# arc4_sched

### src/rtl/arc4_pkg.sv
// Shared definitions for the ARC4 decrypt datapath: scheduler states, phase codes
// and S-memory port widths.
package arc4_pkg;

   localparam int S_AW = 8;
   localparam int S_DW = 8;

   localparam logic [1:0] PH_IDLE = 2'd0;
   localparam logic [1:0] PH_INIT = 2'd1;
   localparam logic [1:0] PH_KSA  = 2'd2;
   localparam logic [1:0] PH_PRGA = 2'd3;

   typedef enum logic [3:0] {
      IDLE     = 4'd0,
      INIT_GO  = 4'd1,
      INIT_GRD = 4'd2,
      INIT_WT  = 4'd3,
      KSA_GO   = 4'd4,
      KSA_GRD  = 4'd5,
      KSA_WT   = 4'd6,
      PRGA_GO  = 4'd7,
      PRGA_GRD = 4'd8,
      PRGA_WT  = 4'd9
   } sched_state_t;

   // Which engine owns the S port while the scheduler sits in a given state.
   function automatic logic [1:0] state_phase(input sched_state_t s);
      logic [1:0] ph;
      case (s)
         INIT_GO, INIT_GRD, INIT_WT: ph = PH_INIT;
         KSA_GO,  KSA_GRD,  KSA_WT:  ph = PH_KSA;
         PRGA_GO, PRGA_GRD, PRGA_WT: ph = PH_PRGA;
         default:                    ph = PH_IDLE;
      endcase
      return ph;
   endfunction

endpackage

### src/rtl/arc4_sched_s_port_mux.sv
// 3:1 S-memory port mux selected by the scheduler phase; drives all zeros when idle.
module s_port_mux
   import arc4_pkg::*;
(
   input  logic [1:0]      phase,
   input  logic [S_AW-1:0] init_addr,
   input  logic [S_DW-1:0] init_wrdata,
   input  logic            init_wren,
   input  logic [S_AW-1:0] ksa_addr,
   input  logic [S_DW-1:0] ksa_wrdata,
   input  logic            ksa_wren,
   input  logic [S_AW-1:0] prga_addr,
   input  logic [S_DW-1:0] prga_wrdata,
   input  logic            prga_wren,
   output logic [S_AW-1:0] s_addr,
   output logic [S_DW-1:0] s_wrdata,
   output logic            s_wren
);

   always_comb begin
      s_addr   = '0;
      s_wrdata = '0;
      s_wren   = 1'b0;
      case (phase)
         PH_INIT: begin
            s_addr   = init_addr;
            s_wrdata = init_wrdata;
            s_wren   = init_wren;
         end
         PH_KSA: begin
            s_addr   = ksa_addr;
            s_wrdata = ksa_wrdata;
            s_wren   = ksa_wren;
         end
         PH_PRGA: begin
            s_addr   = prga_addr;
            s_wrdata = prga_wrdata;
            s_wren   = prga_wren;
         end
         default: ;
      endcase
   end

endmodule

### src/rtl/arc4_sched.sv
// ARC4 top-level sequencer: runs init, KSA and PRGA in order on one start handshake,
// owns the shared S port and counts busy cycles.
module arc4_sched
   import arc4_pkg::*;
#(
   parameter int CNT_W = 32
) (
   input  logic             clk,
   input  logic             rst_n,
   input  logic             en,
   output logic             rdy,
   output logic [1:0]       phase,
   output logic [CNT_W-1:0] cycles,
   output logic             init_en,
   input  logic             init_rdy,
   output logic             ksa_en,
   input  logic             ksa_rdy,
   output logic             prga_en,
   input  logic             prga_rdy,
   input  logic [S_AW-1:0]  init_addr,
   input  logic [S_DW-1:0]  init_wrdata,
   input  logic             init_wren,
   input  logic [S_AW-1:0]  ksa_addr,
   input  logic [S_DW-1:0]  ksa_wrdata,
   input  logic             ksa_wren,
   input  logic [S_AW-1:0]  prga_addr,
   input  logic [S_DW-1:0]  prga_wrdata,
   input  logic             prga_wren,
   output logic [S_AW-1:0]  s_addr,
   output logic [S_DW-1:0]  s_wrdata,
   output logic             s_wren
);

   // Handshake: an engine is started by a one-cycle x_en while it reports x_rdy=1;
   // it drops x_rdy the cycle after x_en and raises it again when its work is done.
   sched_state_t     state_q, state_d;
   logic [1:0]       phase_q, phase_d;
   logic [CNT_W-1:0] cycles_q, cycles_d;

   always_comb begin
      state_d = state_q;
      case (state_q)
         IDLE:     if (en)       state_d = INIT_GO;
         INIT_GO:  if (init_rdy) state_d = INIT_GRD;
         INIT_GRD:               state_d = INIT_WT;
         INIT_WT:  if (init_rdy) state_d = KSA_GO;
         KSA_GO:   if (ksa_rdy)  state_d = KSA_GRD;
         KSA_GRD:                state_d = KSA_WT;
         KSA_WT:   if (ksa_rdy)  state_d = PRGA_GO;
         PRGA_GO:  if (prga_rdy) state_d = PRGA_GRD;
         PRGA_GRD:               state_d = PRGA_WT;
         PRGA_WT:  if (prga_rdy) state_d = IDLE;
         default:                state_d = IDLE;
      endcase
   end

   assign phase_d = state_phase(state_d);

   // The count restarts on an accepted start and otherwise holds across idle.
   always_comb begin
      cycles_d = cycles_q;
      if (state_q == IDLE) begin
         if (en) cycles_d = '0;
      end else if (cycles_q != '1) begin
         cycles_d = cycles_q + CNT_W'(1);
      end
   end

   always_ff @(posedge clk or negedge rst_n) begin
      if (!rst_n) begin
         state_q  <= IDLE;
         phase_q  <= PH_IDLE;
         cycles_q <= '0;
      end else begin
         state_q  <= state_d;
         phase_q  <= phase_d;
         cycles_q <= cycles_d;
      end
   end

   assign rdy     = (state_q == IDLE);
   assign phase   = phase_q;
   assign cycles  = cycles_q;
   assign init_en = (state_q == INIT_GO) && init_rdy;
   assign ksa_en  = (state_q == KSA_GO)  && ksa_rdy;
   assign prga_en = (state_q == PRGA_GO) && prga_rdy;

   s_port_mux u_mux (
      .phase       (phase_q),
      .init_addr   (init_addr),
      .init_wrdata (init_wrdata),
      .init_wren   (init_wren),
      .ksa_addr    (ksa_addr),
      .ksa_wrdata  (ksa_wrdata),
      .ksa_wren    (ksa_wren),
      .prga_addr   (prga_addr),
      .prga_wrdata (prga_wrdata),
      .prga_wren   (prga_wren),
      .s_addr      (s_addr),
      .s_wrdata    (s_wrdata),
      .s_wren      (s_wren)
   );

endmodule

### config.mk
export PLATFORM = sky130hd
export DESIGN_NAME = arc4_sched
export DESIGN_NICKNAME = d
export VERILOG_FILES = /design/src/rtl/arc4_pkg.sv /design/src/rtl/arc4_sched_s_port_mux.sv /design/src/rtl/arc4_sched.sv
export SDC_FILE = /design/constraint.sdc
export NUM_CORES = 1
export LEC_CHECK = 0
export CAP_MARGIN = 5
export CORE_ASPECT_RATIO = 1.25
export CORE_UTILIZATION = 47
export DETAILED_ROUTE_END_ITERATION = 12
export PLACE_DENSITY = 0.86
export SETUP_SLACK_MARGIN = 0.15
export SLEW_MARGIN = 20
export SYNTH_ARGS = -nofsm -noshare
export SYNTH_HDL_FRONTEND = slang
export SYNTH_SLANG_ARGS = --single-unit
### constraint.sdc
create_clock -name clk -period 4.4 [get_ports clk]
set_input_delay 0.88 -clock clk [delete_from_list [all_inputs] [get_ports clk]]
set_output_delay 0.88 -clock clk [all_outputs]
set_load 0.1 [all_outputs]
# host_operand_loader_flat

===== src/rtl/host_operand_loader_if.sv =====
// Host-side stream and result handshake of the operand loader.
interface host_operand_loader_if #(
  parameter int DATA_W = 32
) ();
  logic              in_valid;
  logic              in_ready;
  logic [1:0]        in_kind;
  logic [DATA_W-1:0] in_data;
  logic              go;
  logic              busy;
  logic [DATA_W-1:0] result;
  logic              result_valid;
  logic              result_ack;
  logic              timeout_err;

  modport master (
    output in_valid, in_kind, in_data, go, result_ack,
    input  in_ready, busy, result, result_valid, timeout_err
  );

  modport slave (
    input  in_valid, in_kind, in_data, go, result_ack,
    output in_ready, busy, result, result_valid, timeout_err
  );
endinterface


===== src/rtl/host_operand_loader.sv =====
// Loads two operands and an opcode into memory words 0..2, runs the CPU,
// and returns memory word 3 (or all ones on timeout) to the host.
//
// state | meaning
// IDLE  | accept host words, wait for go with all three kinds loaded
// W1    | write strobe for word 0 (numberOne)
// W2    | write strobe for word 1 (numberTwo)
// WOP   | write strobe for word 2 (operation)
// START | one-cycle CPU release, clear timeout counter
// WAIT  | wait for cpu_done or timeout
// READ  | result-read strobe, capture word 3
// DONE  | result valid until acknowledged
module host_operand_loader #(
  parameter int DATA_W  = 32,
  parameter int TIMEOUT = 1000,
  parameter int CNT_W   = 16
) (
  input  logic                 clk,
  input  logic                 reset,
  host_operand_loader_if.slave host,
  output logic                 cpu_start,
  input  logic                 cpu_done,
  output logic                 mem_wd_NumberOne,
  output logic [DATA_W-1:0]    numberOne,
  output logic                 mem_wd_NumberTwo,
  output logic [DATA_W-1:0]    numberTwo,
  output logic                 mem_wd_Operation,
  output logic [DATA_W-1:0]    operation,
  output logic                 mem_rd_Result,
  input  logic [DATA_W-1:0]    result_output
);

  typedef enum logic [2:0] {
    S_IDLE, S_W1, S_W2, S_WOP, S_START, S_WAIT, S_READ, S_DONE
  } state_t;

  localparam logic [CNT_W-1:0] CNT_TERM = CNT_W'(TIMEOUT - 1);

  state_t            state, state_nxt;
  logic              f1, f2, fop;
  logic [CNT_W-1:0]  cnt;
  logic [DATA_W-1:0] result_q;
  logic              timeout_err_q;
  logic              wait_expired;

  assign wait_expired      = (cnt == CNT_TERM);
  assign host.in_ready     = (state == S_IDLE);
  assign host.busy         = (state != S_IDLE);
  assign host.result_valid = (state == S_DONE);
  assign host.result       = result_q;
  assign host.timeout_err  = timeout_err_q;

  always_comb begin
    state_nxt = state;
    case (state)
      S_IDLE:  if (host.go && f1 && f2 && fop && !host.in_valid) state_nxt = S_W1;
      S_W1:    state_nxt = S_W2;
      S_W2:    state_nxt = S_WOP;
      S_WOP:   state_nxt = S_START;
      S_START: state_nxt = S_WAIT;
      S_WAIT: begin
        if (cpu_done)          state_nxt = S_READ;
        else if (wait_expired) state_nxt = S_DONE;
      end
      S_READ:  state_nxt = S_DONE;
      S_DONE:  if (host.result_ack) state_nxt = S_IDLE;
      default: state_nxt = S_IDLE;
    endcase
  end

  always_ff @(posedge clk) begin
    if (reset) begin
      state            <= S_IDLE;
      mem_wd_NumberOne <= 1'b0;
      mem_wd_NumberTwo <= 1'b0;
      mem_wd_Operation <= 1'b0;
      cpu_start        <= 1'b0;
      mem_rd_Result    <= 1'b0;
      numberOne        <= '0;
      numberTwo        <= '0;
      operation        <= '0;
      f1               <= 1'b0;
      f2               <= 1'b0;
      fop              <= 1'b0;
      cnt              <= '0;
      result_q         <= '0;
      timeout_err_q    <= 1'b0;
    end else begin
      state <= state_nxt;
      // Strobes are decoded from the next state so they are flops aligned with their state.
      mem_wd_NumberOne <= (state_nxt == S_W1);
      mem_wd_NumberTwo <= (state_nxt == S_W2);
      mem_wd_Operation <= (state_nxt == S_WOP);
      cpu_start        <= (state_nxt == S_START);
      mem_rd_Result    <= (state_nxt == S_READ);

      if (state == S_IDLE && host.in_valid) begin
        case (host.in_kind)
          2'b00: begin numberOne <= host.in_data; f1  <= 1'b1; end
          2'b01: begin numberTwo <= host.in_data; f2  <= 1'b1; end
          2'b10: begin operation <= host.in_data; fop <= 1'b1; end
          default: ;
        endcase
      end

      if (state == S_START)     cnt <= '0;
      else if (state == S_WAIT) cnt <= cnt + 1'b1;

      if (state == S_WAIT && !cpu_done && wait_expired) begin
        timeout_err_q <= 1'b1;
        result_q      <= '1;
      end else if (state == S_READ) begin
        timeout_err_q <= 1'b0;
        result_q      <= result_output;
      end
    end
  end

endmodule


===== src/flat_wrapper.sv =====
// flat-port wrapper written by rule: the top's interface ports become plain ports
module host_operand_loader_flat 
#(
  parameter int DATA_W  = 32,
  parameter int TIMEOUT = 1000,
  parameter int CNT_W   = 16
)
  (clk, reset, cpu_start, cpu_done, mem_wd_NumberOne, numberOne, mem_wd_NumberTwo, numberTwo, mem_wd_Operation, operation, mem_rd_Result, result_output, host_in_valid, host_in_kind, host_in_data, host_go, host_result_ack, host_in_ready, host_busy, host_result, host_result_valid, host_timeout_err);
  host_operand_loader_if #(.DATA_W(DATA_W)) host_i ();
  input  logic clk;
  input  logic reset;
  output logic cpu_start;
  input  logic cpu_done;
  output logic mem_wd_NumberOne;
  output logic [DATA_W-1:0] numberOne;
  output logic mem_wd_NumberTwo;
  output logic [DATA_W-1:0] numberTwo;
  output logic mem_wd_Operation;
  output logic [DATA_W-1:0] operation;
  output logic mem_rd_Result;
  input  logic [DATA_W-1:0] result_output;
  input wire logic [$bits(host_i.in_valid)-1:0] host_in_valid;
  input wire logic [$bits(host_i.in_kind)-1:0] host_in_kind;
  input wire logic [$bits(host_i.in_data)-1:0] host_in_data;
  input wire logic [$bits(host_i.go)-1:0] host_go;
  input wire logic [$bits(host_i.result_ack)-1:0] host_result_ack;
  output wire logic [$bits(host_i.in_ready)-1:0] host_in_ready;
  output wire logic [$bits(host_i.busy)-1:0] host_busy;
  output wire logic [$bits(host_i.result)-1:0] host_result;
  output wire logic [$bits(host_i.result_valid)-1:0] host_result_valid;
  output wire logic [$bits(host_i.timeout_err)-1:0] host_timeout_err;
  assign host_i.in_valid = host_in_valid;
  assign host_i.in_kind = host_in_kind;
  assign host_i.in_data = host_in_data;
  assign host_i.go = host_go;
  assign host_i.result_ack = host_result_ack;
  assign host_in_ready = host_i.in_ready;
  assign host_busy = host_i.busy;
  assign host_result = host_i.result;
  assign host_result_valid = host_i.result_valid;
  assign host_timeout_err = host_i.timeout_err;
  host_operand_loader #(.DATA_W(DATA_W), .TIMEOUT(TIMEOUT), .CNT_W(CNT_W)) u_core (.clk(clk), .reset(reset), .host(host_i), .cpu_start(cpu_start), .cpu_done(cpu_done), .mem_wd_NumberOne(mem_wd_NumberOne), .numberOne(numberOne), .mem_wd_NumberTwo(mem_wd_NumberTwo), .numberTwo(numberTwo), .mem_wd_Operation(mem_wd_Operation), .operation(operation), .mem_rd_Result(mem_rd_Result), .result_output(result_output));
endmodule

===== config.mk =====
export PLATFORM = sky130hd
export DESIGN_NAME = host_operand_loader_flat
export DESIGN_NICKNAME = d
export VERILOG_FILES = /design/src/rtl/host_operand_loader_if.sv /design/src/rtl/host_operand_loader.sv /design/src/flat_wrapper.sv
export SDC_FILE = /design/constraint.sdc
export NUM_CORES = 1
export LEC_CHECK = 0
export CAP_MARGIN = 10
export CORE_AREA = 3 3 114 138
export DETAILED_ROUTE_END_ITERATION = 10
export DIE_AREA = 0 0 117 141
export HOLD_SLACK_MARGIN = 0.1
export MAX_ROUTING_LAYER = met4
export PLACE_DENSITY = 0.83
export SYNTH_ARGS = -nofsm -noshare
export SYNTH_HDL_FRONTEND = slang
export SYNTH_SLANG_ARGS = --single-unit

===== constraint.sdc =====
create_clock -name clk -period 3 [get_ports clk]
set_input_delay 0.6 -clock clk [delete_from_list [all_inputs] [get_ports clk]]
set_output_delay 0.6 -clock clk [all_outputs]
set_load 0.1 [all_outputs]

# fifo_serializer

[config.mk]
export PLATFORM = sky130hd
export DESIGN_NAME = fifo_serializer
export DESIGN_NICKNAME = d
export VERILOG_FILES = /design/src/rtl/fifo_serializer_pkg.sv /design/src/rtl/fifo_serializer_bit_timer.sv /design/src/rtl/fifo_serializer.sv
export SDC_FILE = /design/constraint.sdc
export NUM_CORES = 1
export LEC_CHECK = 0
export CAP_MARGIN = 20
export CORE_ASPECT_RATIO = 0.5
export CORE_MARGIN = 10
export CORE_UTILIZATION = 45
export DETAILED_ROUTE_END_ITERATION = 8
export GPL_ROUTABILITY_DRIVEN = 0
export PLACE_DENSITY = 0.79
export SKIP_LAST_GASP = 1
export SLEW_MARGIN = 20
export SYNTH_ARGS = -nofsm -noshare
export SYNTH_HDL_FRONTEND = slang
export SYNTH_SLANG_ARGS = --single-unit
[constraint.sdc]
create_clock -name clock -period 1.85 [get_ports clock]
set_input_delay 0.37 -clock clock [delete_from_list [all_inputs] [get_ports clock]]
set_output_delay 0.37 -clock clock [all_outputs]
set_load 0.05 [all_outputs]
[src/rtl/fifo_serializer_pkg.sv]
// Shared constants, state encoding and parameter legality check for the FIFO read-side serializer.
package fifo_serializer_pkg;

   localparam int WORD_WIDTH      = 24;
   localparam int FIFO_DEPTH      = 32;
   localparam int CLK_DIV_DEFAULT = 4;

   typedef enum logic [1:0] {
      ST_IDLE  = 2'd0,
      ST_POP   = 2'd1,
      ST_SHIFT = 2'd2
   } state_e;

   // The bit clock is split into equal low/high halves, so the divider must be even.
   function automatic bit clk_div_ok(input int div);
      return (div >= 2) && ((div % 2) == 0);
   endfunction

endpackage

[src/rtl/fifo_serializer_bit_timer.sv]
// Per-bit timing: CLK_DIV divider, bit counter, registered serial_clock and bit_end/last_bit strobes.
// load restarts a word at bit WORD_WIDTH-1; counting advances only while active.
module serial_bit_timer #(
   parameter int WORD_WIDTH = 24,
   parameter int CLK_DIV    = 4
) (
   input  logic clock,
   input  logic reset,
   input  logic load,
   input  logic active,
   output logic serial_clock,
   output logic bit_end,
   output logic last_bit,
   output logic first_bit
);

   localparam int DIV_W = (CLK_DIV > 2) ? $clog2(CLK_DIV) : 1;
   localparam int CNT_W = (WORD_WIDTH > 2) ? $clog2(WORD_WIDTH) : 1;

   logic [DIV_W-1:0] div_q, div_d;
   logic [CNT_W-1:0] cnt_q, cnt_d;
   logic             sclk_q, sclk_d;

   assign bit_end      = active && (div_q == DIV_W'(CLK_DIV - 1));
   assign last_bit     = bit_end && (cnt_q == '0);
   assign first_bit    = (cnt_q == CNT_W'(WORD_WIDTH - 1));
   assign serial_clock = sclk_q;

   always_comb begin
      div_d = div_q;
      cnt_d = cnt_q;
      if (load) begin
         div_d = '0;
         cnt_d = CNT_W'(WORD_WIDTH - 1);
      end else if (active) begin
         if (div_q == DIV_W'(CLK_DIV - 1)) begin
            div_d = '0;
            if (cnt_q != '0) cnt_d = cnt_q - 1'b1;
         end else begin
            div_d = div_q + 1'b1;
         end
      end
      // Registered so serial_clock is glitch-free; low half of each bit comes first.
      sclk_d = active && (div_d >= DIV_W'(CLK_DIV / 2));
   end

   always_ff @(posedge clock) begin
      if (reset) begin
         div_q  <= '0;
         cnt_q  <= '0;
         sclk_q <= 1'b0;
      end else begin
         div_q  <= div_d;
         cnt_q  <= cnt_d;
         sclk_q <= sclk_d;
      end
   end

endmodule

[src/rtl/fifo_serializer.sv]
// Pops 24-bit words from a FWFT FIFO and shifts them out MSB-first with bit clock and frame marker.
// First bit two cycles after enable/non-empty is seen in IDLE; a pop colliding with a FIFO write is retried.
module fifo_serializer #(
   parameter int WORD_WIDTH = fifo_serializer_pkg::WORD_WIDTH,
   parameter int CLK_DIV    = fifo_serializer_pkg::CLK_DIV_DEFAULT
) (
   input  logic                  clock,
   input  logic                  reset,
   input  logic                  enable,
   input  logic [WORD_WIDTH-1:0] fifo_data,
   input  logic                  fifo_empty,
   input  logic                  fifo_write,
   output logic                  fifo_read,
   output logic                  serial_clock,
   output logic                  serial_data,
   output logic                  frame,
   output logic                  busy
);

   import fifo_serializer_pkg::*;

   if (!clk_div_ok(CLK_DIV)) begin : g_bad_clk_div
      $error("fifo_serializer: CLK_DIV must be even and >= 2");
   end

   state_e                state_q, state_d;
   logic [WORD_WIDTH-1:0] shift_q, shift_d;
   logic                  bit_end, last_bit, first_bit;
   logic                  shifting;

   assign shifting = (state_q == ST_SHIFT);

   serial_bit_timer #(
      .WORD_WIDTH (WORD_WIDTH),
      .CLK_DIV    (CLK_DIV)
   ) u_bit_timer (
      .clock        (clock),
      .reset        (reset),
      .load         (fifo_read),
      .active       (shifting),
      .serial_clock (serial_clock),
      .bit_end      (bit_end),
      .last_bit     (last_bit),
      .first_bit    (first_bit)
   );

   always_comb begin
      state_d   = state_q;
      shift_d   = shift_q;
      // The FIFO drops reads that coincide with a write, so hold off and retry instead.
      fifo_read = (state_q == ST_POP) && !fifo_write && !fifo_empty;
      unique case (state_q)
         ST_IDLE: begin
            if (enable && !fifo_empty) state_d = ST_POP;
         end
         ST_POP: begin
            if (fifo_read) begin
               shift_d = fifo_data;
               state_d = ST_SHIFT;
            end
         end
         ST_SHIFT: begin
            if (bit_end) shift_d = {shift_q[WORD_WIDTH-2:0], 1'b0};
            if (last_bit) state_d = (enable && !fifo_empty) ? ST_POP : ST_IDLE;
         end
         default: state_d = ST_IDLE;
      endcase
   end

   always_ff @(posedge clock) begin
      if (reset) begin
         state_q <= ST_IDLE;
         shift_q <= '0;
      end else begin
         state_q <= state_d;
         shift_q <= shift_d;
      end
   end

   assign serial_data = shifting && shift_q[WORD_WIDTH-1];
   assign frame       = shifting && first_bit;
   assign busy        = (state_q != ST_IDLE);

endmodule

fifo_serializer/registers.png
Scale: 6 px per µm. Other sequential cells in the stronger gray, the rest of the logic in the fainter gray.
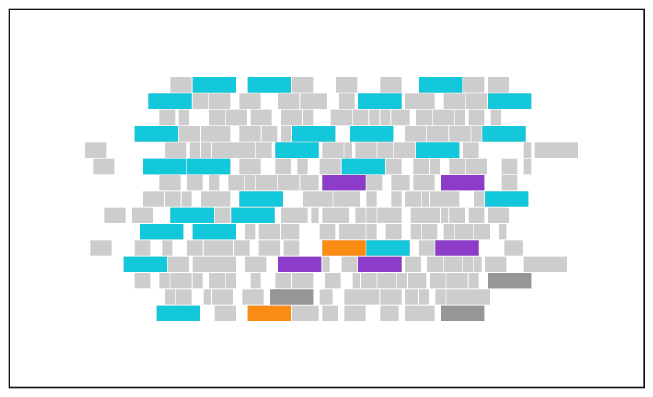
legend:
  purple:
    name_in_the_netlist: u_bit_timer.cnt_q
    flops: 5
  cyan:
    name_in_the_netlist: shift_q
    flops: 24
  orange:
    name_in_the_netlist: u_bit_timer.div_q
    flops: 2
not colored: 3

==> notes.md, fifo_serializer <==
flow finished, numbers: status finished, final reports clean, GRT busiest layer met2, Worst setup SP type register, final net count about 240, die extent in y between 60 and 70 µm, Layout clock area frac 4.09%, max reg flops 24, Dominant combinational family AND-OR/OR-AND gates, pin count of the biggest net entering global routing 24, CTS buffer count 5, Placeable Area 0.00347 mm², largest area contributor in the netlist dfxtp_1, vias in the first global route 1,419, most common cell in the synthesized netlist dfxtp_1, seq_cells 34, CP arrival between 1 and 1.5 ns, aoi share between 10% and 20%, Tapcells between 50 and 60, R2R Setup Slk 0.14 ns, worst hold path class reg2reg, hold slack 0.493 ns, CTS Hold Bufs 0, via count about 1,400, I/O Buffers 33, Simple-Gate Area Share roughly 15%, n_diodes 0, logic share of the area around two fifths, DRC 0, post-synthesis mux area share between 15 and 20%, worst-case clock buffer depth 2, xor/xnor share 0%, critical path depth 3, DR iter-0 viols approximately 65, Crit path largest cell delay 0.54 ns, worst slew pin tran 0.314 ns, met1 GRT Util 15.8%, Area-dominant class multi-input combinational cells, biggest regs shift_q: 24 flops, u_bit_timer.cnt_q: 5 flops
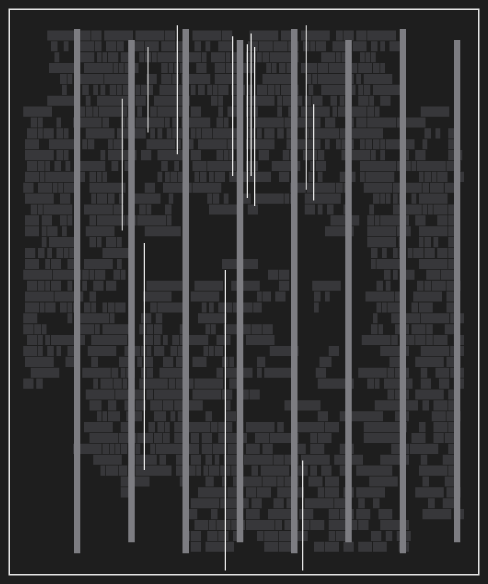
host_operand_loader_flat/met4.png
Scale: 4 px per µm. Supply wires on this layer in gray. Cells faint in the background.
share of all routed wire: 2.9%
nets with wire on the layer: 10

host_operand_loader_flat/final_clocks.png
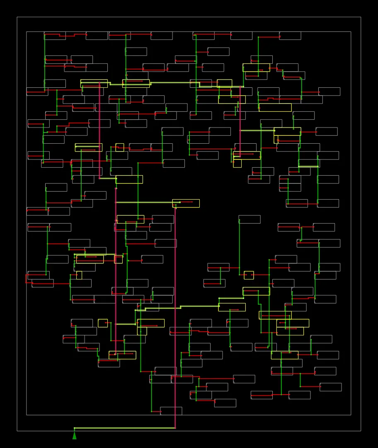
Max Clock Skew: 0.00844 ns
Late-Pin Clk Latency: 0.42 ns
clock buf count: 19

==> notes.md, host_operand_loader_flat <==
flow finished, numbers: status finished, final reports clean, first-pass GRT wire length about 25,000 µm, DRC 0, ys async rst share 0%, top cells by count nand2_1, dfxtp_1, a21oi_1, clkbuf_1, mux2i_1, largest area contributor in the netlist dfxtp_1, Post CTS Setup Buffer Count 0, I/O Buffers between 200 and 250, Comb area between 0.002 and 0.0025 mm², via count 5,222, Worst R2R End u_core.host.result[30], worst slew pin tran 0.804 ns, Tapcells around 180, Hold Fails Final Rpt 0, first drt pass iteration count 4, Slew HR approximately 46%, xor/xnor share under 10%, worst hold start reset, critical path peak fanout 33, number of enable flip-flop cells 0, CP Cell Sequence ha_1, or4bb_1, or4_1, or3_1, buf_4, a21oi_1, met1 GRT Util 23.1%, CTS Hold Bufs 0, Seq share, synth 54.5%, Adder Share, Synth less than 1%, CTS tree done, vias in the first global route ~4,900, pin count of the biggest net entering global routing about 77, Dominant combinational family simple AND/OR/NAND/NOR gates
arc4_sched/pdn.png
Scale: 4 px per µm. Pins as bars on the die edge. Tap cells in gray.
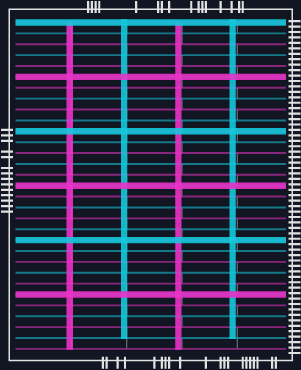
legend:
  cyan:
    net: VDD
  magenta:
    net: VSS
met1 rails: 31
rows: 30

==> notes.md, arc4_sched <==
flow finished, numbers: H-tree Lvls 2, I/O pins 112, Syn Area/Cell roughly 9.5 µm², Signal inverters 7, Final Slew Violations 0, Root Driver clkbuf_8, worst r2r src state_q[0], yosys stat area ~0.0027 mm², status finished, final reports clean, xor/xnor share less than 1%, detailed placement HPWL 6110 µm, worst hold start cycles[6], I/O Buffers between 100 and 150, GRT busiest layer met2, RSZ-0062 raised after global routing no, most instantiated logic cells after routing clkdlybuf4s50_1, dfrtp_1, nand2_1, met3 usage under 10%, Chip Width approximately 70 µm, Crit path largest cell delay roughly 0.79 ns, delay-heaviest family, CP simple AND/OR/NAND/NOR gates, RePlAce Congestion 0.835, Setup WS post-layout around 1.2 ns, final worst path period need between 3 and 4 ns, Post CTS Setup Buffer Count 0, syn_nets 348, DRC 0, final WL 8240 µm, most common cell in the synthesized netlist dfrtp_1


==> gallery <==
Metal layers overlaid.
Plate I
Scale: 6 px per µm.
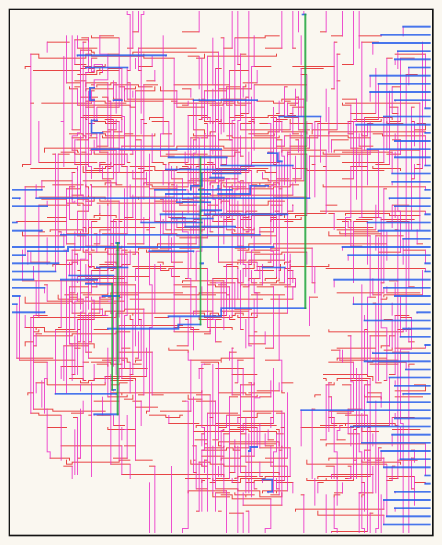
Plate II
Scale: 3 px per µm.
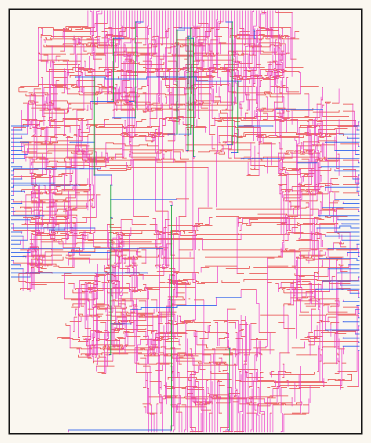
Plate III
Scale: 6 px per µm.
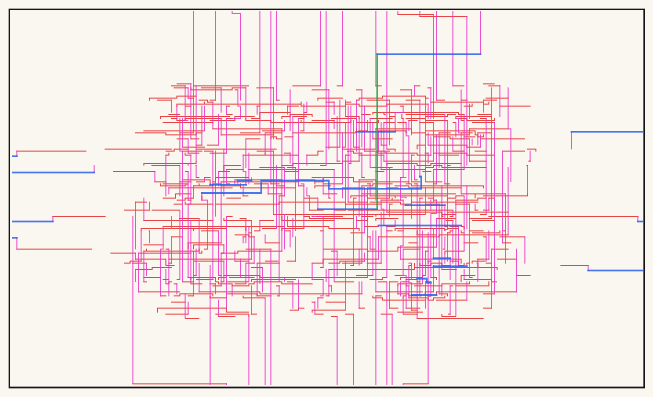
Plate III -> fifo_serializer
Plate II -> host_operand_loader_flat
Plate I -> arc4_sched

